==================== block 1
Figure 1. Signal wires on met1 (block 1).
Scale: 2 px per µm. Cells faint in the background.
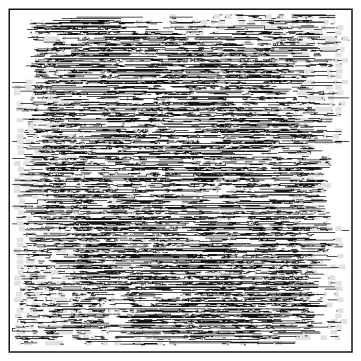

File: src/rtl/pio_pkg.sv
// Shared types, widths and helpers for the PIO shift-register blocks.
package pio_pkg;

  localparam int DATA_W = 32;
  localparam int CNT_W  = 6;

  typedef enum logic {ISR_IDLE, ISR_PUSH} isr_state_e;

  // 5-bit push threshold; 0 stands for a full 32-bit word.
  function automatic logic [CNT_W-1:0] thresh_decode(input logic [4:0] t);
    return (t == 5'd0) ? CNT_W'(DATA_W) : {1'b0, t};
  endfunction

  // 6-bit IN bit count; 0 stands for 32.
  function automatic logic [CNT_W-1:0] count_decode(input logic [CNT_W-1:0] c);
    return (c == '0) ? CNT_W'(DATA_W) : c;
  endfunction

  // Shift-count accumulation, saturating at a full word.
  function automatic logic [CNT_W-1:0] sat_add(input logic [CNT_W-1:0] a,
                                               input logic [CNT_W-1:0] b);
    logic [CNT_W:0] s;
    s = {1'b0, a} + {1'b0, b};
    return (s > (CNT_W+1)'(DATA_W)) ? CNT_W'(DATA_W) : s[CNT_W-1:0];
  endfunction

endpackage

File: src/rtl/pio_isr_push_if.sv
// Bus between the state machine / RX FIFO side and the input shift register.
interface pio_isr_push_if;
  import pio_pkg::*;

  logic              cfg_shiftRight;
  logic              cfg_autopush;
  logic [4:0]        cfg_pushThresh;
  logic              in_valid;
  logic [DATA_W-1:0] in_data;
  logic [CNT_W-1:0]  in_count;
  logic              push_req;
  logic              push_ifFull;
  logic              push_block;
  logic              mov_valid;
  logic [DATA_W-1:0] mov_data;
  logic              fifo_full;
  logic              fifo_wr;
  logic [DATA_W-1:0] fifo_wdata;
  logic              stall;
  logic [DATA_W-1:0] isr_value;
  logic [CNT_W-1:0]  shift_count;

  // Master: state machine plus RX FIFO status.
  modport master (
    output cfg_shiftRight, cfg_autopush, cfg_pushThresh,
    output in_valid, in_data, in_count,
    output push_req, push_ifFull, push_block,
    output mov_valid, mov_data, fifo_full,
    input  fifo_wr, fifo_wdata, stall, isr_value, shift_count
  );

  // Slave: the ISR itself.
  modport slave (
    input  cfg_shiftRight, cfg_autopush, cfg_pushThresh,
    input  in_valid, in_data, in_count,
    input  push_req, push_ifFull, push_block,
    input  mov_valid, mov_data, fifo_full,
    output fifo_wr, fifo_wdata, stall, isr_value, shift_count
  );

endinterface

File: src/rtl/pio_shift_merge.sv
// Combinational shift-and-merge of n new bits into a 32-bit shift register.
// n is 1..32; the incoming data is masked to n bits here so callers may pass
// unmasked samples. Shared by the input and output shift registers.
module pio_shift_merge
  import pio_pkg::*;
(
  input  logic [DATA_W-1:0] isr_i,
  input  logic [DATA_W-1:0] d_i,
  input  logic [CNT_W-1:0]  n_i,
  input  logic              shift_right_i,
  output logic [DATA_W-1:0] isr_o
);

  logic [CNT_W-1:0]  rem_d;
  logic [DATA_W-1:0] mask_d;
  logic [DATA_W-1:0] dm_d;

  // Shifts of >= DATA_W produce zero, so n=32 naturally degenerates to a replace.
  assign rem_d  = CNT_W'(DATA_W) - n_i;
  assign mask_d = {DATA_W{1'b1}} >> rem_d;
  assign dm_d   = d_i & mask_d;

  // Right: new bits enter at the MSB end. Left: new bits enter at the LSB end.
  always_comb begin
    if (shift_right_i) begin
      isr_o = (isr_i >> n_i) | (dm_d << rem_d);
    end else begin
      isr_o = (isr_i << n_i) | dm_d;
    end
  end

endmodule

File: src/rtl/pio_isr_push.sv
// PIO input shift register: collects IN samples, pushes full words into the
// RX FIFO on autopush or PUSH, and stalls the state machine while a push waits.
module pio_isr_push
  import pio_pkg::*;
(
  input  logic           clock,
  input  logic           reset_n,
  pio_isr_push_if.slave  bus
);

  isr_state_e        state_q;
  logic [DATA_W-1:0] isr_q;
  logic [CNT_W-1:0]  count_q;

  logic [CNT_W-1:0]  in_n_d;
  logic [CNT_W-1:0]  thresh_d;
  logic [CNT_W-1:0]  count_sum_d;
  logic [DATA_W-1:0] isr_shift_d;
  logic              write_d;

  assign in_n_d      = count_decode(bus.in_count);
  assign thresh_d    = thresh_decode(bus.cfg_pushThresh);
  assign count_sum_d = sat_add(count_q, in_n_d);

  pio_shift_merge u_merge (
    .isr_i         (isr_q),
    .d_i           (bus.in_data),
    .n_i           (in_n_d),
    .shift_right_i (bus.cfg_shiftRight),
    .isr_o         (isr_shift_d)
  );

  // The only input reaching an output combinationally is fifo_full, so the
  // write strobe drops in the same cycle the FIFO fills.
  assign write_d         = (state_q == ISR_PUSH) && !bus.fifo_full;
  assign bus.fifo_wr     = write_d;
  assign bus.stall       = (state_q == ISR_PUSH);
  assign bus.fifo_wdata  = isr_q;
  assign bus.isr_value   = isr_q;
  assign bus.shift_count = count_q;

  // Command decode in IDLE (MOV > IN > PUSH); in PUSH wait for FIFO space.
  always_ff @(posedge clock or negedge reset_n) begin
    if (!reset_n) begin
      state_q <= ISR_IDLE;
      isr_q   <= '0;
      count_q <= '0;
    end else begin
      case (state_q)
        ISR_IDLE: begin
          if (bus.mov_valid) begin
            isr_q   <= bus.mov_data;
            count_q <= '0;
          end else if (bus.in_valid) begin
            isr_q   <= isr_shift_d;
            count_q <= count_sum_d;
            if (bus.cfg_autopush && (count_sum_d >= thresh_d)) begin
              state_q <= ISR_PUSH;
            end
          end else if (bus.push_req) begin
            if (bus.push_ifFull && (count_q < thresh_d)) begin
              // Not enough bits collected yet: PUSH is a no-op.
            end else if (!bus.push_block && bus.fifo_full) begin
              // Nonblocking push into a full FIFO drops the word.
              isr_q   <= '0;
              count_q <= '0;
            end else begin
              state_q <= ISR_PUSH;
            end
          end
        end
        ISR_PUSH: begin
          if (write_d) begin
            isr_q   <= '0;
            count_q <= '0;
            state_q <= ISR_IDLE;
          end
        end
        default: state_q <= ISR_IDLE;
      endcase
    end
  end

endmodule

File: src/flat_wrapper.sv
// flat-port wrapper written by rule: the top's interface ports become plain ports
module pio_isr_push_flat import pio_pkg::*;
  (clock, reset_n, bus_cfg_shiftRight, bus_cfg_autopush, bus_cfg_pushThresh, bus_in_valid, bus_in_data, bus_in_count, bus_push_req, bus_push_ifFull, bus_push_block, bus_mov_valid, bus_mov_data, bus_fifo_full, bus_fifo_wr, bus_fifo_wdata, bus_stall, bus_isr_value, bus_shift_count);
  pio_isr_push_if bus_i ();
  input  logic clock;
  input  logic reset_n;
  input wire logic [$bits(bus_i.cfg_shiftRight)-1:0] bus_cfg_shiftRight;
  input wire logic [$bits(bus_i.cfg_autopush)-1:0] bus_cfg_autopush;
  input wire logic [$bits(bus_i.cfg_pushThresh)-1:0] bus_cfg_pushThresh;
  input wire logic [$bits(bus_i.in_valid)-1:0] bus_in_valid;
  input wire logic [$bits(bus_i.in_data)-1:0] bus_in_data;
  input wire logic [$bits(bus_i.in_count)-1:0] bus_in_count;
  input wire logic [$bits(bus_i.push_req)-1:0] bus_push_req;
  input wire logic [$bits(bus_i.push_ifFull)-1:0] bus_push_ifFull;
  input wire logic [$bits(bus_i.push_block)-1:0] bus_push_block;
  input wire logic [$bits(bus_i.mov_valid)-1:0] bus_mov_valid;
  input wire logic [$bits(bus_i.mov_data)-1:0] bus_mov_data;
  input wire logic [$bits(bus_i.fifo_full)-1:0] bus_fifo_full;
  output wire logic [$bits(bus_i.fifo_wr)-1:0] bus_fifo_wr;
  output wire logic [$bits(bus_i.fifo_wdata)-1:0] bus_fifo_wdata;
  output wire logic [$bits(bus_i.stall)-1:0] bus_stall;
  output wire logic [$bits(bus_i.isr_value)-1:0] bus_isr_value;
  output wire logic [$bits(bus_i.shift_count)-1:0] bus_shift_count;
  assign bus_i.cfg_shiftRight = bus_cfg_shiftRight;
  assign bus_i.cfg_autopush = bus_cfg_autopush;
  assign bus_i.cfg_pushThresh = bus_cfg_pushThresh;
  assign bus_i.in_valid = bus_in_valid;
  assign bus_i.in_data = bus_in_data;
  assign bus_i.in_count = bus_in_count;
  assign bus_i.push_req = bus_push_req;
  assign bus_i.push_ifFull = bus_push_ifFull;
  assign bus_i.push_block = bus_push_block;
  assign bus_i.mov_valid = bus_mov_valid;
  assign bus_i.mov_data = bus_mov_data;
  assign bus_i.fifo_full = bus_fifo_full;
  assign bus_fifo_wr = bus_i.fifo_wr;
  assign bus_fifo_wdata = bus_i.fifo_wdata;
  assign bus_stall = bus_i.stall;
  assign bus_isr_value = bus_i.isr_value;
  assign bus_shift_count = bus_i.shift_count;
  pio_isr_push u_core (.clock(clock), .reset_n(reset_n), .bus(bus_i));
endmodule
File: config.mk
export PLATFORM = sky130hd
export DESIGN_NAME = pio_isr_push_flat
export DESIGN_NICKNAME = d
export VERILOG_FILES = /design/src/rtl/pio_pkg.sv /design/src/rtl/pio_isr_push_if.sv /design/src/rtl/pio_shift_merge.sv /design/src/rtl/pio_isr_push.sv /design/src/flat_wrapper.sv
export SDC_FILE = /design/constraint.sdc
export NUM_CORES = 1
export LEC_CHECK = 0
export CELL_PAD_IN_SITES_DETAIL_PLACEMENT = 1
export CELL_PAD_IN_SITES_GLOBAL_PLACEMENT = 2
export CORE_UTILIZATION = 34
export CTS_CLUSTER_DIAMETER = 50
export DETAILED_ROUTE_END_ITERATION = 8
export GPL_TIMING_DRIVEN = 0
export PLACE_DENSITY_LB_ADDON = 0.1
export SLEW_MARGIN = 15
export SYNTH_ARGS = -nofsm -noshare
export SYNTH_HDL_FRONTEND = slang
export SYNTH_SLANG_ARGS = --single-unit
File: constraint.sdc
create_clock -name clock -period 7.43 [get_ports clock]
set_input_delay 1.486 -clock clock [delete_from_list [all_inputs] [get_ports clock]]
set_output_delay 1.486 -clock clock [all_outputs]
set_load 0.05 [all_outputs]
==================== block 2
`src/rtl/apb_master_bridge.sv`:
```
// Single-outstanding host-to-APB bridge: decodes a slave window, runs SETUP/ACCESS,
// and returns the slave response, a decode error or a wait-state timeout.
module apb_master_bridge #(
  parameter int ADDR_W  = 32,
  parameter int DATA_W  = 32,
  parameter int NUM_SLV = 4,
  parameter int SLV_AW  = 12,
  parameter int IDX_W   = 4,
  parameter int TIMEOUT = 16
) (
  input  logic                        PCLK,
  input  logic                        PRESET,
  input  logic                        req_valid,
  output logic                        req_ready,
  input  logic                        req_write,
  input  logic [ADDR_W-1:0]           req_addr,
  input  logic [DATA_W-1:0]           req_wdata,
  input  logic [DATA_W/8-1:0]         req_strb,
  output logic                        rsp_valid,
  input  logic                        rsp_ready,
  output logic [DATA_W-1:0]           rsp_rdata,
  output logic                        rsp_err,
  output logic [ADDR_W-1:0]           PADDR,
  output logic [NUM_SLV-1:0]          PSEL,
  output logic                        PENABLE,
  output logic                        PWRITE,
  output logic [DATA_W-1:0]           PWDATA,
  output logic [DATA_W/8-1:0]         PSTRB,
  input  logic [NUM_SLV*DATA_W-1:0]   PRDATA,
  input  logic [NUM_SLV-1:0]          PREADY,
  input  logic [NUM_SLV-1:0]          PSLVERR,
  output logic [1:0]                  dbg_state_o
);

  localparam int STRB_W = DATA_W / 8;
  localparam int CNT_W  = (TIMEOUT > 0) ? $clog2(TIMEOUT + 1) : 1;
  localparam logic [CNT_W-1:0] CNT_MAX  = CNT_W'(TIMEOUT);
  localparam logic [CNT_W-1:0] CNT_LAST = (TIMEOUT > 0) ? CNT_W'(TIMEOUT - 1) : '0;
  localparam logic [IDX_W:0]   SLV_LIM  = (IDX_W + 1)'(NUM_SLV);

  localparam logic [1:0] ST_IDLE   = 2'd0;
  localparam logic [1:0] ST_SETUP  = 2'd1;
  localparam logic [1:0] ST_ACCESS = 2'd2;
  localparam logic [1:0] ST_RESP   = 2'd3;

  logic [1:0]        state_q, state_d;
  logic [IDX_W-1:0]  idx_q, idx_d;
  logic [ADDR_W-1:0] paddr_q, paddr_d;
  logic              pwrite_q, pwrite_d;
  logic [DATA_W-1:0] pwdata_q, pwdata_d;
  logic [STRB_W-1:0] pstrb_q, pstrb_d;
  logic [DATA_W-1:0] rdata_q, rdata_d;
  logic              err_q, err_d;
  logic [CNT_W-1:0]  cnt_q, cnt_d;

  logic [IDX_W-1:0]  req_idx;
  logic              req_mapped;
  logic [DATA_W-1:0] sel_rdata;
  logic              sel_ready;
  logic              sel_err;
  logic              sel_active;

  assign req_idx    = req_addr[SLV_AW +: IDX_W];
  assign req_mapped = ({1'b0, req_idx} < SLV_LIM);
  assign sel_active = (state_q == ST_SETUP) || (state_q == ST_ACCESS);

  // Route the addressed slave's return signals; idx_q is always mapped while selected.
  always_comb begin
    sel_rdata = '0;
    sel_ready = 1'b0;
    sel_err   = 1'b0;
    PSEL      = '0;
    for (int k = 0; k < NUM_SLV; k++) begin
      if (idx_q == IDX_W'(k)) begin
        sel_rdata = PRDATA[k*DATA_W +: DATA_W];
        sel_ready = PREADY[k];
        sel_err   = PSLVERR[k];
        PSEL[k]   = sel_active;
      end
    end
  end

  always_comb begin
    state_d  = state_q;
    idx_d    = idx_q;
    paddr_d  = paddr_q;
    pwrite_d = pwrite_q;
    pwdata_d = pwdata_q;
    pstrb_d  = pstrb_q;
    rdata_d  = rdata_q;
    err_d    = err_q;
    cnt_d    = cnt_q;
    case (state_q)
      ST_IDLE: begin
        if (req_valid) begin
          idx_d    = req_idx;
          paddr_d  = req_addr;
          pwrite_d = req_write;
          pwdata_d = req_wdata;
          pstrb_d  = req_write ? req_strb : '0;
          cnt_d    = '0;
          if (req_mapped) begin
            state_d = ST_SETUP;
          end else begin
            state_d = ST_RESP;
            err_d   = 1'b1;
            rdata_d = '0;
          end
        end
      end
      ST_SETUP: begin
        state_d = ST_ACCESS;
      end
      ST_ACCESS: begin
        // A ready slave on the final wait cycle takes priority over the timeout.
        if (sel_ready) begin
          state_d = ST_RESP;
          err_d   = sel_err;
          rdata_d = pwrite_q ? '0 : sel_rdata;
        end else begin
          if (cnt_q != CNT_MAX) cnt_d = cnt_q + 1'b1;
          if ((TIMEOUT > 0) && (cnt_q == CNT_LAST)) begin
            state_d = ST_RESP;
            err_d   = 1'b1;
            rdata_d = '0;
          end
        end
      end
      ST_RESP: begin
        if (rsp_ready) state_d = ST_IDLE;
      end
      default: state_d = ST_IDLE;
    endcase
  end

  always_ff @(posedge PCLK or posedge PRESET) begin
    if (PRESET) begin
      state_q  <= ST_IDLE;
      idx_q    <= '0;
      paddr_q  <= '0;
      pwrite_q <= 1'b0;
      pwdata_q <= '0;
      pstrb_q  <= '0;
      rdata_q  <= '0;
      err_q    <= 1'b0;
      cnt_q    <= '0;
    end else begin
      state_q  <= state_d;
      idx_q    <= idx_d;
      paddr_q  <= paddr_d;
      pwrite_q <= pwrite_d;
      pwdata_q <= pwdata_d;
      pstrb_q  <= pstrb_d;
      rdata_q  <= rdata_d;
      err_q    <= err_d;
      cnt_q    <= cnt_d;
    end
  end

  assign req_ready   = (state_q == ST_IDLE);
  assign rsp_valid   = (state_q == ST_RESP);
  assign PENABLE     = (state_q == ST_ACCESS);
  assign rsp_rdata   = rdata_q;
  assign rsp_err     = err_q;
  assign PADDR       = paddr_q;
  assign PWRITE      = pwrite_q;
  assign PWDATA      = pwdata_q;
  assign PSTRB       = pstrb_q;
  assign dbg_state_o = state_q;

endmodule

```
`config.mk`:
```
export PLATFORM = sky130hd
export DESIGN_NAME = apb_master_bridge
export DESIGN_NICKNAME = d
export VERILOG_FILES = /design/src/rtl/apb_master_bridge.sv
export SDC_FILE = /design/constraint.sdc
export NUM_CORES = 1
export LEC_CHECK = 0
export ABC_AREA = 1
export CORE_MARGIN = 2
export CORE_UTILIZATION = 36
export CTS_CLUSTER_SIZE = 10
export DETAILED_ROUTE_END_ITERATION = 16
export PLACE_DENSITY = 0.87
export REMOVE_ABC_BUFFERS = 1
export SLEW_MARGIN = 10
export SYNTH_ARGS = -nofsm -noshare
export SYNTH_HDL_FRONTEND = slang
export SYNTH_SLANG_ARGS = --single-unit
```
`constraint.sdc`:
```
create_clock -name PCLK -period 3.3 [get_ports PCLK]
set_clock_uncertainty 0.1 [all_clocks]
set_input_delay 0.495 -clock PCLK [delete_from_list [all_inputs] [get_ports PCLK]]
set_output_delay 0.495 -clock PCLK [all_outputs]
set_load 0.02 [all_outputs]
```
==================== block 3
### src/rtl/lpc_pkg.sv
// Shared types, field offsets and helpers for the LPC encoder/decoder pair.
package lpc_pkg;

    localparam int unsigned LPC_BYTES  = 8;
    localparam int unsigned LPC_BEATS  = 4;
    localparam int unsigned LPC_CW_W   = 80;
    localparam int unsigned PH_LSB     = 72;
    localparam int unsigned PV_LSB     = 64;
    localparam int unsigned BEAT_W     = 16;
    localparam int unsigned BEAT_IDX_W = 2;
    localparam int unsigned PAYLOAD_W  = 8 * LPC_BYTES;

    typedef enum logic [1:0] {IDLE, DECODE, SEND} state_t;
    typedef enum logic [1:0] {CLEAN, CORR_DATA, CORR_PAR, UNCORR} status_t;

    // True when exactly one bit of x is set
    function automatic logic is_onehot8(input logic [7:0] x);
        return (x != 8'h00) && ((x & (x - 8'h01)) == 8'h00);
    endfunction

    // Position of the set bit in a one-hot byte
    function automatic logic [2:0] onehot_idx8(input logic [7:0] x);
        logic [2:0] idx;
        idx = 3'd0;
        for (int i = 0; i < 8; i++) begin
            if (x[i]) idx = 3'(i);
        end
        return idx;
    endfunction

    // Beat k carries {src[2k], src[2k+1]}, even byte in the upper half
    function automatic logic [BEAT_W-1:0] beat_of(input logic [LPC_CW_W-1:0] cw,
                                                  input logic [BEAT_IDX_W-1:0] k);
        logic [PAYLOAD_W-1:0] sh;
        sh = cw[PAYLOAD_W-1:0] >> {k, 4'b0000};
        return {sh[7:0], sh[15:8]};
    endfunction

endpackage

### src/rtl/lpc_if.sv
// Codeword input and AXI-Stream output bundle of the LPC decoder.
interface lpc_if;
    import lpc_pkg::*;

    logic                IN_VALID;
    logic                IN_LAST;
    logic [LPC_CW_W-1:0] IN_DATA;
    logic                IN_READY;
    logic [BEAT_W-1:0]   TDATA;
    logic                TVALID;
    logic                TLAST;
    logic                TUSER;
    logic                TREADY;
    logic                ERR_CORR;
    logic                ERR_UNCORR;

    modport master (
        output IN_VALID, IN_LAST, IN_DATA, TREADY,
        input  IN_READY, TDATA, TVALID, TLAST, TUSER, ERR_CORR, ERR_UNCORR
    );

    modport slave (
        input  IN_VALID, IN_LAST, IN_DATA, TREADY,
        output IN_READY, TDATA, TVALID, TLAST, TUSER, ERR_CORR, ERR_UNCORR
    );

endinterface

### src/rtl/lpc_syndrome.sv
// Combinational syndrome computation and error classification for one codeword.
module lpc_syndrome
    import lpc_pkg::*;
(
    input  logic [LPC_CW_W-1:0] cw,
    output status_t             status,
    output logic [2:0]          err_byte,
    output logic [2:0]          err_bit
);

    logic [7:0] rs;
    logic [7:0] cs;

    // Row syndrome per source byte, column syndrome across all bytes and ph
    always_comb begin
        rs = 8'h00;
        cs = cw[PH_LSB +: 8];
        for (int i = 0; i < LPC_BYTES; i++) begin
            rs[i] = cw[PV_LSB + i] ^ (^cw[8*i +: 8]);
            cs    = cs ^ cw[8*i +: 8];
        end
    end

    // Single row+column hit locates a data bit; a lone hit is a parity bit
    always_comb begin
        status   = UNCORR;
        err_byte = onehot_idx8(rs);
        err_bit  = onehot_idx8(cs);
        if (rs == 8'h00 && cs == 8'h00) begin
            status = CLEAN;
        end else if (is_onehot8(rs) && is_onehot8(cs)) begin
            status = CORR_DATA;
        end else if ((is_onehot8(rs) && cs == 8'h00) || (rs == 8'h00 && is_onehot8(cs))) begin
            status = CORR_PAR;
        end
    end

endmodule

### src/rtl/lpc_decoder.sv
// LPC receive side: correct single-bit errors and re-serialise as 4-beat AXI-Stream.
module lpc_decoder
    import lpc_pkg::*;
#(
    parameter int unsigned CNT_W      = 16,
    parameter bit          CORRECT_EN = 1'b1
) (
    input  logic             ACLK,
    input  logic             ARESET_N,
    lpc_if.slave             bus,
    output logic [CNT_W-1:0] CORR_CNT,
    output logic [CNT_W-1:0] UNCORR_CNT
);

    state_t                state_q, state_d;
    logic [LPC_CW_W-1:0]   cw_q, cw_d, cw_fix;
    logic                  last_q, last_d;
    logic [BEAT_IDX_W-1:0] beat_q, beat_d;
    logic                  in_ready_q, in_ready_d;
    logic                  tvalid_q, tvalid_d;
    logic [BEAT_W-1:0]     tdata_q, tdata_d;
    logic                  tlast_q, tlast_d;
    logic                  tuser_q, tuser_d;
    logic                  err_corr_q, err_corr_d;
    logic                  err_uncorr_q, err_uncorr_d;
    logic [CNT_W-1:0]      corr_cnt_q, corr_cnt_d;
    logic [CNT_W-1:0]      uncorr_cnt_q, uncorr_cnt_d;

    status_t               status;
    logic [2:0]            err_byte;
    logic [2:0]            err_bit;

    lpc_syndrome u_syndrome (
        .cw       (cw_q),
        .status   (status),
        .err_byte (err_byte),
        .err_bit  (err_bit)
    );

    // Flip the located data bit when correction is enabled
    always_comb begin
        cw_fix = cw_q;
        if (CORRECT_EN && status == CORR_DATA) begin
            cw_fix[7'({err_byte, err_bit})] = ~cw_q[7'({err_byte, err_bit})];
        end
    end

    // Next-state and registered-output logic
    always_comb begin
        state_d      = state_q;
        cw_d         = cw_q;
        last_d       = last_q;
        beat_d       = beat_q;
        in_ready_d   = in_ready_q;
        tvalid_d     = tvalid_q;
        tdata_d      = tdata_q;
        tlast_d      = tlast_q;
        tuser_d      = tuser_q;
        err_corr_d   = err_corr_q;
        err_uncorr_d = err_uncorr_q;
        corr_cnt_d   = corr_cnt_q;
        uncorr_cnt_d = uncorr_cnt_q;

        case (state_q)
            IDLE: begin
                if (bus.IN_VALID && in_ready_q) begin
                    cw_d       = bus.IN_DATA;
                    last_d     = bus.IN_LAST;
                    in_ready_d = 1'b0;
                    state_d    = DECODE;
                end
            end
            DECODE: begin
                cw_d         = cw_fix;
                beat_d       = '0;
                tdata_d      = beat_of(cw_fix, '0);
                tvalid_d     = 1'b1;
                tuser_d      = 1'b1;
                tlast_d      = 1'b0;
                err_corr_d   = (status == CORR_DATA) || (status == CORR_PAR);
                err_uncorr_d = (status == UNCORR);
                if (err_corr_d && corr_cnt_q != {CNT_W{1'b1}}) begin
                    corr_cnt_d = corr_cnt_q + CNT_W'(1);
                end
                if (err_uncorr_d && uncorr_cnt_q != {CNT_W{1'b1}}) begin
                    uncorr_cnt_d = uncorr_cnt_q + CNT_W'(1);
                end
                state_d = SEND;
            end
            SEND: begin
                if (bus.TREADY) begin
                    if (beat_q == BEAT_IDX_W'(LPC_BEATS - 1)) begin
                        tvalid_d     = 1'b0;
                        tdata_d      = '0;
                        tuser_d      = 1'b0;
                        tlast_d      = 1'b0;
                        err_corr_d   = 1'b0;
                        err_uncorr_d = 1'b0;
                        in_ready_d   = 1'b1;
                        state_d      = IDLE;
                    end else begin
                        beat_d  = beat_q + BEAT_IDX_W'(1);
                        tdata_d = beat_of(cw_q, beat_q + BEAT_IDX_W'(1));
                        tuser_d = 1'b0;
                        tlast_d = (beat_q == BEAT_IDX_W'(LPC_BEATS - 2)) ? last_q : 1'b0;
                    end
                end
            end
            default: begin
                state_d = IDLE;
            end
        endcase
    end

    // State and output registers
    always_ff @(posedge ACLK or negedge ARESET_N) begin
        if (!ARESET_N) begin
            state_q      <= IDLE;
            cw_q         <= '0;
            last_q       <= 1'b0;
            beat_q       <= '0;
            in_ready_q   <= 1'b1;
            tvalid_q     <= 1'b0;
            tdata_q      <= '0;
            tlast_q      <= 1'b0;
            tuser_q      <= 1'b0;
            err_corr_q   <= 1'b0;
            err_uncorr_q <= 1'b0;
            corr_cnt_q   <= '0;
            uncorr_cnt_q <= '0;
        end else begin
            state_q      <= state_d;
            cw_q         <= cw_d;
            last_q       <= last_d;
            beat_q       <= beat_d;
            in_ready_q   <= in_ready_d;
            tvalid_q     <= tvalid_d;
            tdata_q      <= tdata_d;
            tlast_q      <= tlast_d;
            tuser_q      <= tuser_d;
            err_corr_q   <= err_corr_d;
            err_uncorr_q <= err_uncorr_d;
            corr_cnt_q   <= corr_cnt_d;
            uncorr_cnt_q <= uncorr_cnt_d;
        end
    end

    assign bus.IN_READY   = in_ready_q;
    assign bus.TVALID     = tvalid_q;
    assign bus.TDATA      = tdata_q;
    assign bus.TLAST      = tlast_q;
    assign bus.TUSER      = tuser_q;
    assign bus.ERR_CORR   = err_corr_q;
    assign bus.ERR_UNCORR = err_uncorr_q;
    assign CORR_CNT       = corr_cnt_q;
    assign UNCORR_CNT     = uncorr_cnt_q;

endmodule

### src/flat_wrapper.sv
// flat-port wrapper written by rule: the top's interface ports become plain ports
module lpc_decoder_flat import lpc_pkg::*;
#(
    parameter int unsigned CNT_W      = 16,
    parameter bit          CORRECT_EN = 1'b1
)
  (ACLK, ARESET_N, CORR_CNT, UNCORR_CNT, bus_IN_VALID, bus_IN_LAST, bus_IN_DATA, bus_TREADY, bus_IN_READY, bus_TDATA, bus_TVALID, bus_TLAST, bus_TUSER, bus_ERR_CORR, bus_ERR_UNCORR);
  lpc_if bus_i ();
  input  logic ACLK;
  input  logic ARESET_N;
  output logic [CNT_W-1:0] CORR_CNT;
  output logic [CNT_W-1:0] UNCORR_CNT;
  input wire logic [$bits(bus_i.IN_VALID)-1:0] bus_IN_VALID;
  input wire logic [$bits(bus_i.IN_LAST)-1:0] bus_IN_LAST;
  input wire logic [$bits(bus_i.IN_DATA)-1:0] bus_IN_DATA;
  input wire logic [$bits(bus_i.TREADY)-1:0] bus_TREADY;
  output wire logic [$bits(bus_i.IN_READY)-1:0] bus_IN_READY;
  output wire logic [$bits(bus_i.TDATA)-1:0] bus_TDATA;
  output wire logic [$bits(bus_i.TVALID)-1:0] bus_TVALID;
  output wire logic [$bits(bus_i.TLAST)-1:0] bus_TLAST;
  output wire logic [$bits(bus_i.TUSER)-1:0] bus_TUSER;
  output wire logic [$bits(bus_i.ERR_CORR)-1:0] bus_ERR_CORR;
  output wire logic [$bits(bus_i.ERR_UNCORR)-1:0] bus_ERR_UNCORR;
  assign bus_i.IN_VALID = bus_IN_VALID;
  assign bus_i.IN_LAST = bus_IN_LAST;
  assign bus_i.IN_DATA = bus_IN_DATA;
  assign bus_i.TREADY = bus_TREADY;
  assign bus_IN_READY = bus_i.IN_READY;
  assign bus_TDATA = bus_i.TDATA;
  assign bus_TVALID = bus_i.TVALID;
  assign bus_TLAST = bus_i.TLAST;
  assign bus_TUSER = bus_i.TUSER;
  assign bus_ERR_CORR = bus_i.ERR_CORR;
  assign bus_ERR_UNCORR = bus_i.ERR_UNCORR;
  lpc_decoder #(.CNT_W(CNT_W), .CORRECT_EN(CORRECT_EN)) u_core (.ACLK(ACLK), .ARESET_N(ARESET_N), .bus(bus_i), .CORR_CNT(CORR_CNT), .UNCORR_CNT(UNCORR_CNT));
endmodule
### config.mk
export PLATFORM = sky130hd
export DESIGN_NAME = lpc_decoder_flat
export DESIGN_NICKNAME = d
export VERILOG_FILES = /design/src/rtl/lpc_pkg.sv /design/src/rtl/lpc_if.sv /design/src/rtl/lpc_syndrome.sv /design/src/rtl/lpc_decoder.sv /design/src/flat_wrapper.sv
export SDC_FILE = /design/constraint.sdc
export NUM_CORES = 1
export LEC_CHECK = 0
export ABC_CLOCK_PERIOD_IN_PS = 3830
export CAP_MARGIN = 25
export CORE_AREA = 4 4 183 114
export CTS_BUF_LIST = sky130_fd_sc_hd__clkbuf_16
export CTS_CLUSTER_DIAMETER = 200
export DETAILED_ROUTE_END_ITERATION = 6
export DIE_AREA = 0 0 187 118
export MAX_ROUTING_LAYER = met4
export PLACE_DENSITY_LB_ADDON = 0.1
export SLEW_MARGIN = 20
export SYNTH_ARGS = -nofsm -noshare
export SYNTH_HDL_FRONTEND = slang
export SYNTH_HIERARCHICAL = 1
export SYNTH_SLANG_ARGS = --single-unit
### constraint.sdc
create_clock -name ACLK -period 3.83 [get_ports ACLK]
set_clock_uncertainty 0.15 [all_clocks]
set_input_delay 0.5745 -clock ACLK [delete_from_list [all_inputs] [get_ports ACLK]]
set_output_delay 0.5745 -clock ACLK [all_outputs]
set_load 0.01 [all_outputs]
==================== block 4
===== config.mk =====
export PLATFORM = sky130hd
export DESIGN_NAME = uart_rx
export DESIGN_NICKNAME = d
export VERILOG_FILES = /design/src/rtl/uart_rx.sv
export SDC_FILE = /design/constraint.sdc
export NUM_CORES = 1
export LEC_CHECK = 0
export ABC_AREA = 1
export ABC_CLOCK_PERIOD_IN_PS = 4000
export CELL_PAD_IN_SITES_DETAIL_PLACEMENT = 0
export CELL_PAD_IN_SITES_GLOBAL_PLACEMENT = 2
export CORE_ASPECT_RATIO = 2
export CORE_MARGIN = 3
export CORE_UTILIZATION = 34
export DETAILED_ROUTE_END_ITERATION = 8
export GPL_TIMING_DRIVEN = 0
export PLACE_DENSITY = 0.87
export SLEW_MARGIN = 5
export SYNTH_ARGS = -nofsm -noshare
export SYNTH_HDL_FRONTEND = slang
export SYNTH_SLANG_ARGS = --single-unit

===== constraint.sdc =====
create_clock -name clk -period 4 [get_ports clk]
set_clock_uncertainty 0.05 [all_clocks]
set_input_delay 1 -clock clk [delete_from_list [all_inputs] [get_ports clk]]
set_output_delay 1 -clock clk [all_outputs]
set_load 0.02 [all_outputs]

===== src/rtl/uart_rx.sv =====
// 8N1 UART receiver: synchronised line, mid-bit sampling, byte + valid
// with host clear strobe and sticky framing / overrun flags.
module uart_rx #(
    parameter int SYNC_STAGES = 2
) (
    input  logic        clk,
    input  logic        rst,
    input  logic        rx_in,
    input  logic [19:0] baud,
    input  logic        rd,
    output logic [7:0]  dout,
    output logic        rx_valid,
    output logic        rx_busy,
    output logic        frame_err,
    output logic        overrun
);

    localparam logic [2:0] IDLE  = 3'd0;
    localparam logic [2:0] START = 3'd1;
    localparam logic [2:0] DATA  = 3'd2;
    localparam logic [2:0] STOP  = 3'd3;
    localparam logic [2:0] BRK   = 3'd4;

    logic [SYNC_STAGES-1:0] sync_q;
    logic                   rx_s;
    logic [2:0]             state;
    logic [19:0]            baud_r;
    logic [19:0]            cnt;
    logic [2:0]             idx;
    logic [7:0]             shift;
    logic [19:0]            half_m1;
    logic [19:0]            full_m1;

    assign rx_s    = sync_q[SYNC_STAGES-1];
    assign rx_busy = (state != IDLE);
    assign half_m1 = {1'b0, baud_r[19:1]} - 20'd1;
    assign full_m1 = baud_r - 20'd1;

    always_ff @(posedge clk) begin
        if (!rst) begin
            sync_q <= '1;
        end else begin
            sync_q <= {sync_q[SYNC_STAGES-2:0], rx_in};
        end
    end

    always_ff @(posedge clk) begin
        if (!rst) begin
            state     <= IDLE;
            baud_r    <= 20'd0;
            cnt       <= 20'd0;
            idx       <= 3'd0;
            shift     <= 8'd0;
            dout      <= 8'd0;
            rx_valid  <= 1'b0;
            frame_err <= 1'b0;
            overrun   <= 1'b0;
        end else begin
            // Host clear first so a same-cycle set below takes priority
            if (rd) begin
                rx_valid  <= 1'b0;
                frame_err <= 1'b0;
                overrun   <= 1'b0;
            end
            unique case (state)
                IDLE: begin
                    if (!rx_s) begin
                        state  <= START;
                        cnt    <= 20'd0;
                        baud_r <= baud;
                    end
                end
                START: begin
                    if (cnt == half_m1) begin
                        cnt <= 20'd0;
                        idx <= 3'd0;
                        state <= rx_s ? IDLE : DATA;
                    end else begin
                        cnt <= cnt + 20'd1;
                    end
                end
                DATA: begin
                    if (cnt == full_m1) begin
                        shift[idx] <= rx_s;
                        cnt        <= 20'd0;
                        idx        <= idx + 3'd1;
                        if (idx == 3'd7) begin
                            state <= STOP;
                        end
                    end else begin
                        cnt <= cnt + 20'd1;
                    end
                end
                STOP: begin
                    if (cnt == full_m1) begin
                        cnt <= 20'd0;
                        if (rx_s) begin
                            dout     <= shift;
                            rx_valid <= 1'b1;
                            if (rx_valid && !rd) begin
                                overrun <= 1'b1;
                            end
                            state <= IDLE;
                        end else begin
                            frame_err <= 1'b1;
                            state     <= BRK;
                        end
                    end else begin
                        cnt <= cnt + 20'd1;
                    end
                end
                BRK: begin
                    // Hold off until the line recovers so a break is one error
                    if (rx_s) begin
                        state <= IDLE;
                    end
                end
                default: state <= IDLE;
            endcase
        end
    end

endmodule


Figure 2. Metal 2 (block 2).
Scale: 4 px per µm.
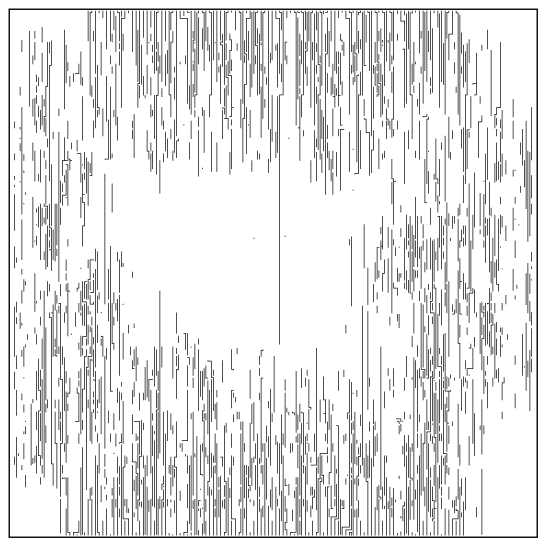
nets with wire on the layer: 1039
wire length on this layer: 9910 µm
main direction: vertical
GRT met2 Usage: 39.30%
Routed WL: 19.57 mm

==> impl_metrics.env, block 2 <==
# source this file to load flow results
export IMPL_placed_area_um2=9180
export IMPL_met2_wirelength_mm=9.908
export IMPL_ys_area_um2=5866
export IMPL_ys_sh_mux_pct=0
export IMPL_cp_common_cell="inv_1"
export IMPL_vias_per_cell=4.754
export IMPL_use_met1_pct=26.78
export IMPL_post_route_util_pct=59.70
export IMPL_critPathKind="reg2out"
export IMPL_globalplace_congestion=0.9338
export IMPL_synth_edff_count=0
export IMPL_ys_cells=828
export IMPL_topRoutingLayerUsed="met4"
export IMPL_grt_remaining_overflow=0
export IMPL_grt_busiest_layer="met2"
export IMPL_yosys_stat_seqShare_pct=46.50
export IMPL_netlist_instances=828
export IMPL_diodes=0
export IMPL_cts_sinks=109
export IMPL_hold_path_startpoint="rsp_rdata[28]"
export IMPL_setup_worst_path_end="PSEL[2]"
export IMPL_logic_gates=633
export IMPL_drc_errors=0
export IMPL_io_pins=320
export IMPL_rsz0062_at_grt="no"
export IMPL_cts_buffers=9
export IMPL_dieArea_um2=17330
export IMPL_setup_viol=0
export IMPL_ys_sh_xor_pct=0.2986
export IMPL_max_slew_margin_rel_pct=43.68
export IMPL_crit_start="dbg_state_o[0]"
export IMPL_clock_buffers=9
export IMPL_reg2reg_slack_ps=790
export IMPL_clock_cell_area_share_pct=3.206
export IMPL_synth_most_common_cell="nand2_1"
export IMPL_dp_hpwl_mm=14.70
export IMPL_grt_pass1_vias=6335
export IMPL_yosysWarnings=0
export IMPL_grt_usage_pct=22.38
export IMPL_fill_cells=1472
export IMPL_slew_violations=0
export IMPL_hold_depth=2
export IMPL_adder_share_pct=1.280
export IMPL_status="finished, final reports clean"
Figure 3. Signal wires on met3 (block 4).
Scale: 2 px per µm. Cells faint in the background.
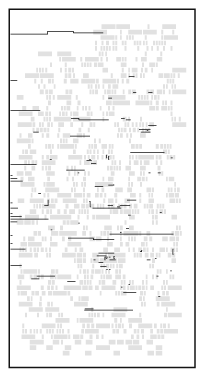
longest straight run: 31.7 µm
wire length on this layer: 415 µm
grt met3 use: 2.828%
via count: 5278
Routed WL: 16.52 mm

==> impl_metrics.env, block 4 <==
# source this file to load flow results
export IMPL_status="finished, final reports clean"
export IMPL_hold_end="sync_q[1]"
export IMPL_simple_gate_area_share_pct=43.47
export IMPL_finalNonFillerCells=1086
export IMPL_wl_per_cell_um=15.21
export IMPL_fin_crit_sh_pct=74.87
export IMPL_synth_cell_types=37
export IMPL_clock_latency_ps=350
export IMPL_h_tree_depth=3
export IMPL_synth_edff_count=0
export IMPL_warnings=26
export IMPL_critPathTopFamily="simple AND/OR/NAND/NOR gates"
export IMPL_min_period_ps=2995
export IMPL_antenna_found_initial=0
export IMPL_grt_usage_pct=21.04
export IMPL_required_ps=4190
export IMPL_worst_pin_slew_ps=831.0
export IMPL_fin_setup_tns_ps=0
export IMPL_cp_slowest_cell="dfxtp_1"
export IMPL_drive_gt1_share_pct=7.047
export IMPL_logic_area_um2=3099
export IMPL_grt_busiest_layer="met2"
export IMPL_layout_top_cell="nand2_1"
export IMPL_crit_chain="inv_1 -> ha_1 -> inv_1 -> nor2_2 -> nand2_2 -> nor2_4 -> or2_1 -> nand3_1 -> nor2_1 -> nand2_1 -> nor3_1 -> nand2_1 -> inv_2 -> nand2_2 -> buf_2 -> nor2_1 -> nor2_1"
export IMPL_fmax_ghz=0.3339
export IMPL_ff_latch_area_um2=1341
export IMPL_clock_buffers=9
export IMPL_critPathMaxStageDelay_ps=330
export IMPL_grt_pass1_vias=5272
export IMPL_aoi_share_pct=7.385
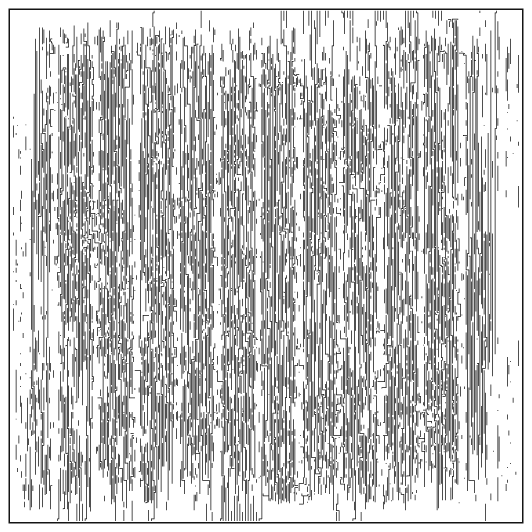
Figure 4: block 1, metal 2.
Scale: 3 px per µm.
longest straight run: 96.2 µm
wire length on this layer: 29.2 mm
share of all routed wire: 41%
main direction: vertical
via count: 14260
GRT met2 Usage: 71.82%
Routed WL: 72.15 mm

Notes on Figure 1 above:
main direction: horizontal
nets with wire on the layer: 1458
GR Util met1: 61.04%

==> impl_metrics.env, block 1 <==
# source this file to load flow results
export IMPL_status="finished, final reports clean"
export IMPL_avgSynthCellArea_um2=7.358
export IMPL_layout_top_cell="clkdlybuf4s50_1"
export IMPL_setup_worst_path_end="u_core.bus.fifo_wdata[26]"
export IMPL_port_buffers=153
export IMPL_path_max_fanout=11
export IMPL_ff2ff_path_depth=10
export IMPL_top_cell_area_share_pct=10.09
export IMPL_clock_buffers=5
export IMPL_ff_latch_area_um2=975.9
export IMPL_startpoint_type="input port"
export IMPL_cts_hold_buf=0
export IMPL_ys_sh_mux_pct=14.87
export IMPL_logic_area_um2=7707
export IMPL_fin_setup_tns_ps=0
export IMPL_largest_reg_flops=32
export IMPL_flop_cell="dfrtp_1"
export IMPL_reg2reg_slack_ps=3320
export IMPL_wl_met1_mm=26.69
export IMPL_warnings=29
export IMPL_rsz0062_at_grt="yes"
export IMPL_area_delta_synth_final_pct=23.63
export IMPL_drt_pre_antenna_iters=6
export IMPL_min_period_ps=7403
export IMPL_yosys_stat_seqShare_pct=10.09
export IMPL_cap_violations=0
export IMPL_io_pins=157
export IMPL_flop_count=39
export IMPL_end_kind="flop"
export IMPL_stdcell_area_um2=11950
export IMPL_synth_edff_count=0
export IMPL_max_slew_margin_rel_pct=11.56
export IMPL_crit_chain="clkdlybuf4s50_1 -> clkbuf_2 -> clkinv_1 -> clkbuf_1 -> clkbuf_2 -> ha_1 -> clkbuf_1 -> clkbuf_1 -> clkbuf_1 -> clkbuf_1 -> o2111ai_1 -> nor2_1 -> nor3_1 -> a211oi_1"
Figure 5. Signal wires on met3 (block 3).
Scale: 1.5 px per µm. Cells faint in the background.
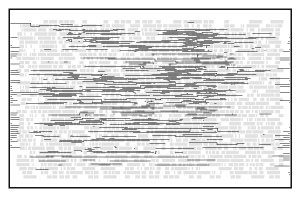
longest straight run: 83.7 µm
main direction: horizontal
nets with wire on the layer: 323
share of all routed wire: 14%
wire length on this layer: 5890 µm
grt met3 use: 13.43%
Routed WL: 40.70 mm

Figure 6. Metal 2 (block 3).
Scale: 2 px per µm.
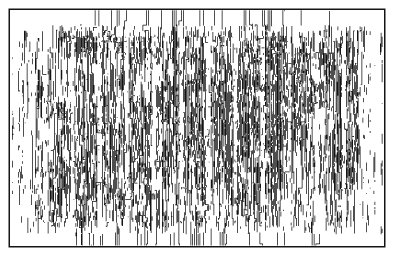
share of all routed wire: 41%
longest straight run: 50.3 µm
wire length on this layer: 16700 µm
main direction: vertical
nets with wire on the layer: 1319
via count: 10490
GRT met2 Usage: 47.93%

==> impl_metrics.env, block 3 <==
# source this file to load flow results
export IMPL_violations="setup timing"
export IMPL_setup_viol=101
export IMPL_clockBufferDepth=2
export IMPL_grt_pass1_vias=9666
export IMPL_synth_flops=139
export IMPL_die_y_um=118
export IMPL_coreArea_um2=18930
export IMPL_die_w_um=187
export IMPL_fin_setup_tns_ps=-17370
export IMPL_buffer_area_share_pct=25.56
export IMPL_setup_ws_ps=-292.1
export IMPL_cts_hold_buf=0
export IMPL_clock_buffers=17
export IMPL_synth_nets=1118
export IMPL_flop_cell="dfrtp_1"
export IMPL_drc_errors=0
export IMPL_hold_violations=0
export IMPL_wl_met1_mm=17.02
export IMPL_worstPathArrival_ps=4290
export IMPL_setup_worst_path_end="u_core/bus.TDATA[11]"
export IMPL_tap_cells=246
export IMPL_status="finished with violations"
export IMPL_reg2reg_slack_ps=-290

## Gallery

Metal 4.
(a)
Scale: 1.5 px per µm. Cells faint in the background.
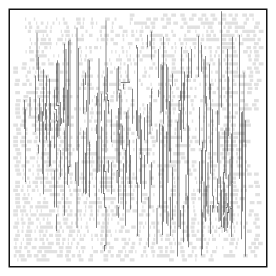
(b)
Scale: 2 px per µm. Cells faint in the background.
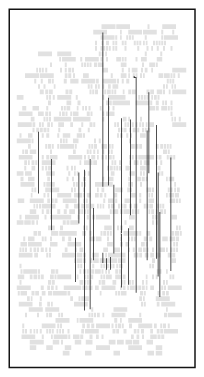
(c)
Scale: 2 px per µm. Cells faint in the background.
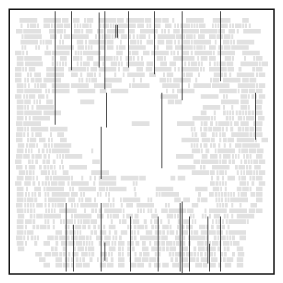
(d)
Scale: 1.5 px per µm. Cells faint in the background.
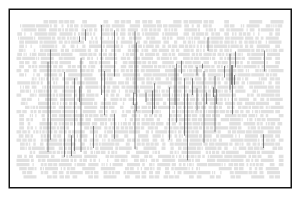
| picture | from |
|---|---|
| (c) | block 2 |
| (a) | block 1 |
| (b) | block 4 |
| (d) | block 3 |
Of these, largest die: (a)

Key to (c):
nets with wire on the layer: 24
share of all routed wire: 3.7%


==================== block 5
File: src/rtl/ext_irq_ctrl.sv
// ext_irq_ctrl: machine-external interrupt controller.
// Synchronizes NUM_SRC asynchronous sources, latches per-source pending bits
// (edge or level triggered), masks them with ENABLE and drives one registered
// interrupt line to the core. Software claims the lowest-numbered enabled
// pending source through a read of 0x8 and releases it with a write of its ID
// to the same offset.
module ext_irq_ctrl #(
  parameter int unsigned NUM_SRC = 8
) (
  input  logic               clk,
  input  logic               reset,
  input  logic [NUM_SRC-1:0] irq_src,
  input  logic [3:0]         addr,
  input  logic               wr_en,
  input  logic               rd_en,
  input  logic [31:0]        wdata,
  output logic [31:0]        rdata,
  output logic               ext_irq
);

  localparam logic [3:0] ADDR_ENABLE  = 4'h0;
  localparam logic [3:0] ADDR_PENDING = 4'h4;
  localparam logic [3:0] ADDR_CLAIM   = 4'h8;
  localparam logic [3:0] ADDR_TRIGGER = 4'hC;

  // Synchronizer and edge-detect history
  logic [NUM_SRC-1:0] sync1_q;
  logic [NUM_SRC-1:0] sync2_q;
  logic [NUM_SRC-1:0] sprev_q;

  // Architectural state
  logic [NUM_SRC-1:0] enable_q,  enable_d;
  logic [NUM_SRC-1:0] trigger_q, trigger_d;
  logic [NUM_SRC-1:0] pending_q, pending_d;
  logic [NUM_SRC-1:0] insvc_q,   insvc_d;
  logic [31:0]        rdata_q,   rdata_d;
  logic               ext_irq_q, ext_irq_d;

  // Decode and selection helpers
  logic               do_claim;
  logic               do_complete;
  logic [NUM_SRC-1:0] masked;
  logic [NUM_SRC-1:0] claim_oh;
  logic [NUM_SRC-1:0] claim_clr;
  logic [NUM_SRC-1:0] cmp_clr;
  logic [NUM_SRC-1:0] edge_det;
  logic [4:0]         claim_id;
  logic               found;

  // Only the low bits of wdata carry meaning for some offsets
  logic unused_wdata;
  assign unused_wdata = ^wdata;

  // Two-flop synchronizer plus the previous synchronized sample for edge detection
  always_ff @(posedge clk or posedge reset) begin
    if (reset) begin
      sync1_q <= '0;
      sync2_q <= '0;
      sprev_q <= '0;
    end else begin
      sync1_q <= irq_src;
      sync2_q <= sync1_q;
      sprev_q <= sync2_q;
    end
  end

  // Bus access decode for the claim/complete register
  always_comb begin
    do_claim    = rd_en && (addr == ADDR_CLAIM);
    do_complete = wr_en && (addr == ADDR_CLAIM);
  end

  // Lowest-index enabled pending source wins the claim
  always_comb begin
    masked   = pending_q & enable_q;
    claim_oh = '0;
    claim_id = '0;
    found    = 1'b0;
    for (int unsigned i = 0; i < NUM_SRC; i++) begin
      if (masked[i] && !found) begin
        found       = 1'b1;
        claim_oh[i] = 1'b1;
        claim_id    = 5'(i + 1);
      end
    end
    claim_clr = do_claim ? claim_oh : '0;
  end

  // Complete clears in_service only for a legal ID whose source is in service
  always_comb begin
    cmp_clr = '0;
    for (int unsigned i = 0; i < NUM_SRC; i++) begin
      if (do_complete && (wdata[4:0] == 5'(i + 1)) && insvc_q[i]) begin
        cmp_clr[i] = 1'b1;
      end
    end
  end

  // Pending, in-service, control-register and interrupt-line next state
  always_comb begin
    edge_det  = sync2_q & ~sprev_q;
    enable_d  = enable_q;
    trigger_d = trigger_q;
    pending_d = pending_q;
    for (int unsigned i = 0; i < NUM_SRC; i++) begin
      if (trigger_q[i]) begin
        // A new edge in the same cycle as a claim keeps the bit set
        pending_d[i] = (pending_q[i] & ~claim_clr[i]) | edge_det[i];
      end else begin
        pending_d[i] = ~insvc_q[i] & sync2_q[i] & ~claim_clr[i];
      end
    end
    // Complete is applied before the claim so a simultaneous claim of the
    // same source leaves it in service
    insvc_d = (insvc_q & ~cmp_clr) | claim_clr;
    if (wr_en && (addr == ADDR_ENABLE)) begin
      enable_d = wdata[NUM_SRC-1:0];
    end
    if (wr_en && (addr == ADDR_TRIGGER)) begin
      trigger_d = wdata[NUM_SRC-1:0];
    end
    ext_irq_d = |masked;
  end

  // Registered read data; holds while no read is issued
  always_comb begin
    rdata_d = rdata_q;
    if (rd_en) begin
      case (addr)
        ADDR_ENABLE:  rdata_d = 32'(enable_q);
        ADDR_PENDING: rdata_d = 32'(pending_q);
        ADDR_CLAIM:   rdata_d = 32'(claim_id);
        ADDR_TRIGGER: rdata_d = 32'(trigger_q);
        default:      rdata_d = '0;
      endcase
    end
  end

  // State registers
  always_ff @(posedge clk or posedge reset) begin
    if (reset) begin
      enable_q  <= '0;
      trigger_q <= '0;
      pending_q <= '0;
      insvc_q   <= '0;
      rdata_q   <= '0;
      ext_irq_q <= 1'b0;
    end else begin
      enable_q  <= enable_d;
      trigger_q <= trigger_d;
      pending_q <= pending_d;
      insvc_q   <= insvc_d;
      rdata_q   <= rdata_d;
      ext_irq_q <= ext_irq_d;
    end
  end

  assign rdata   = rdata_q;
  assign ext_irq = ext_irq_q;

endmodule

File: config.mk
export PLATFORM = sky130hd
export DESIGN_NAME = ext_irq_ctrl
export DESIGN_NICKNAME = d
export VERILOG_FILES = /design/src/rtl/ext_irq_ctrl.sv
export SDC_FILE = /design/constraint.sdc
export NUM_CORES = 1
export LEC_CHECK = 0
export CORE_UTILIZATION = 51
export CTS_CLUSTER_DIAMETER = 50
export DETAILED_ROUTE_END_ITERATION = 8
export HOLD_SLACK_MARGIN = 0.1
export PLACE_DENSITY_LB_ADDON = 0.08
export SYNTH_ARGS = -nofsm -noshare
export SYNTH_HDL_FRONTEND = slang
export SYNTH_SLANG_ARGS = --single-unit
File: constraint.sdc
create_clock -name clk -period 6.4 [get_ports clk]
set_input_delay 1.28 -clock clk [delete_from_list [all_inputs] [get_ports clk]]
set_output_delay 1.28 -clock clk [all_outputs]
set_load 0.005 [all_outputs]
Figure 7. Signal wires on met1 (block 5).
Scale: 4 px per µm. Cells faint in the background.
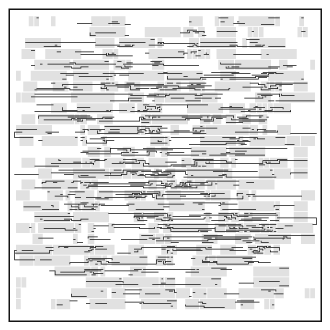
wire length on this layer: 2700 µm
main direction: horizontal
GR Util met1: 31.32%
Routed WL: 5.776 mm
via count: 2018

Figure 8. Metal 2 (block 5).
Scale: 6 px per µm.
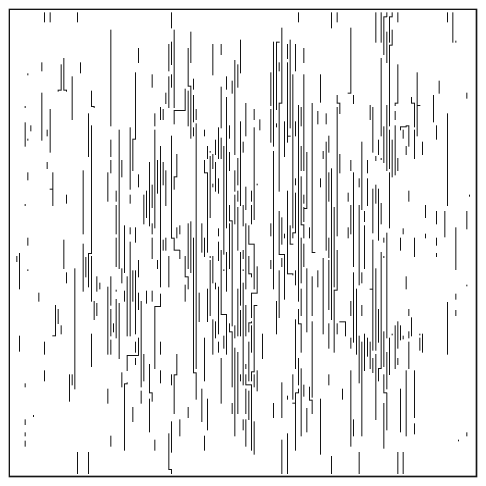
nets with wire on the layer: 274
wire length on this layer: 2610 µm
longest straight run: 40.8 µm
GRT met2 Usage: 30.88%

==> impl_metrics.env <==
# source this file to load flow results
export IMPL_hold_path_startpoint="sync1_q[1]"
export IMPL_switchingPower_uw=325.6
export IMPL_synthTopCellsByArea="dfrtp_1, mux2_2, buf_4"
export IMPL_ff_latch_area_um2=1627
export IMPL_n_all_buffers=33
export IMPL_layout_top_cells="dfrtp_1, clkdlybuf4s50_1, nand2_1, mux2_2, conb_1"
export IMPL_area_delta_synth_final_pct=18.19
export IMPL_aoi_share_pct=12.40
export IMPL_ys_sh_mux_pct=9.266
export IMPL_diodes=0
export IMPL_ys_area_um2=2917
export IMPL_wl_met1_mm=2.702
export IMPL_ys_top_logic_family="simple AND/OR/NAND/NOR gates"
export IMPL_clock_buffers=11
export IMPL_synth_flops=65
export IMPL_cts_hold_buf=0
export IMPL_yosysWarnings=0
export IMPL_status="finished, final reports clean"
export IMPL_ys_cells=253
export IMPL_logic_area_um2=1144
Figure 9. Signal wires on met3 (block 5).
Scale: 4 px per µm. Cells faint in the background.
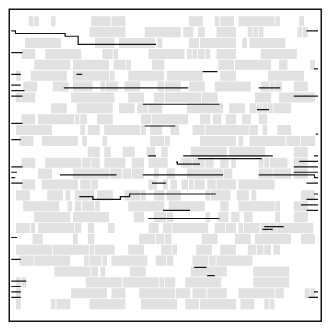
nets with wire on the layer: 48
share of all routed wire: 6.1%
longest straight run: 30.8 µm
wire length on this layer: 354 µm
main direction: horizontal
grt met3 use: 4.000%



## Gallery

Signal wires on met1.
picture 1
Scale: 3 px per µm. Cells faint in the background.
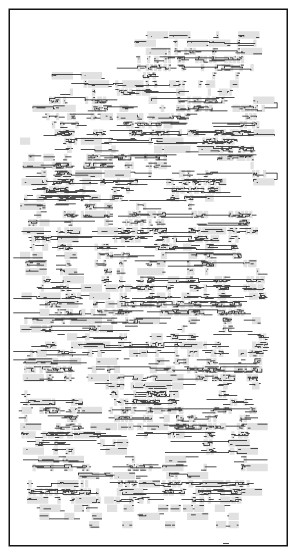
picture 2
Scale: 3 px per µm. Cells faint in the background.
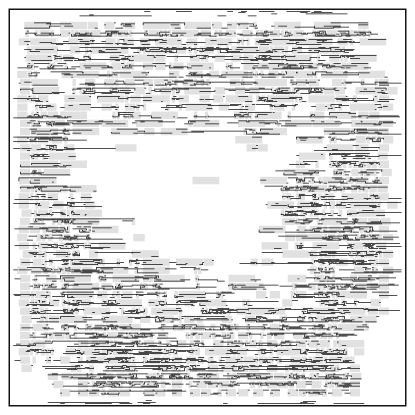
picture 3
Scale: 2 px per µm. Cells faint in the background.
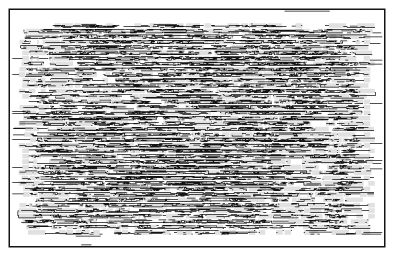
Picture 2 is block 2.
Picture 1 is block 4.
Picture 3 is block 3.
The one with the largest die is picture 3.


==> gallery <==
Congestion heat map.
Plate I
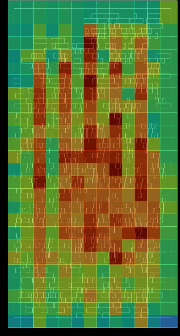
Plate II
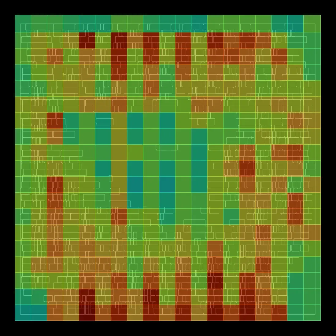
Plate III
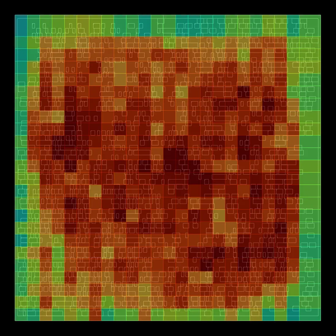
Plate IV
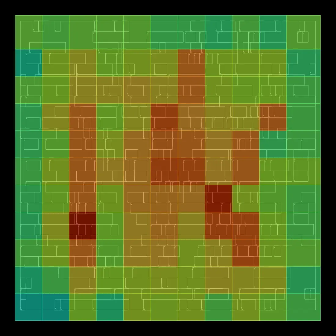
Plate V
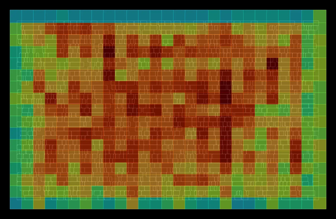
For block 3, see Plate V.
For block 5, see Plate IV.
For block 2, see Plate II.
For block 4, see Plate I.
For block 1, see Plate III.
The one with the highest track usage is Plate III.

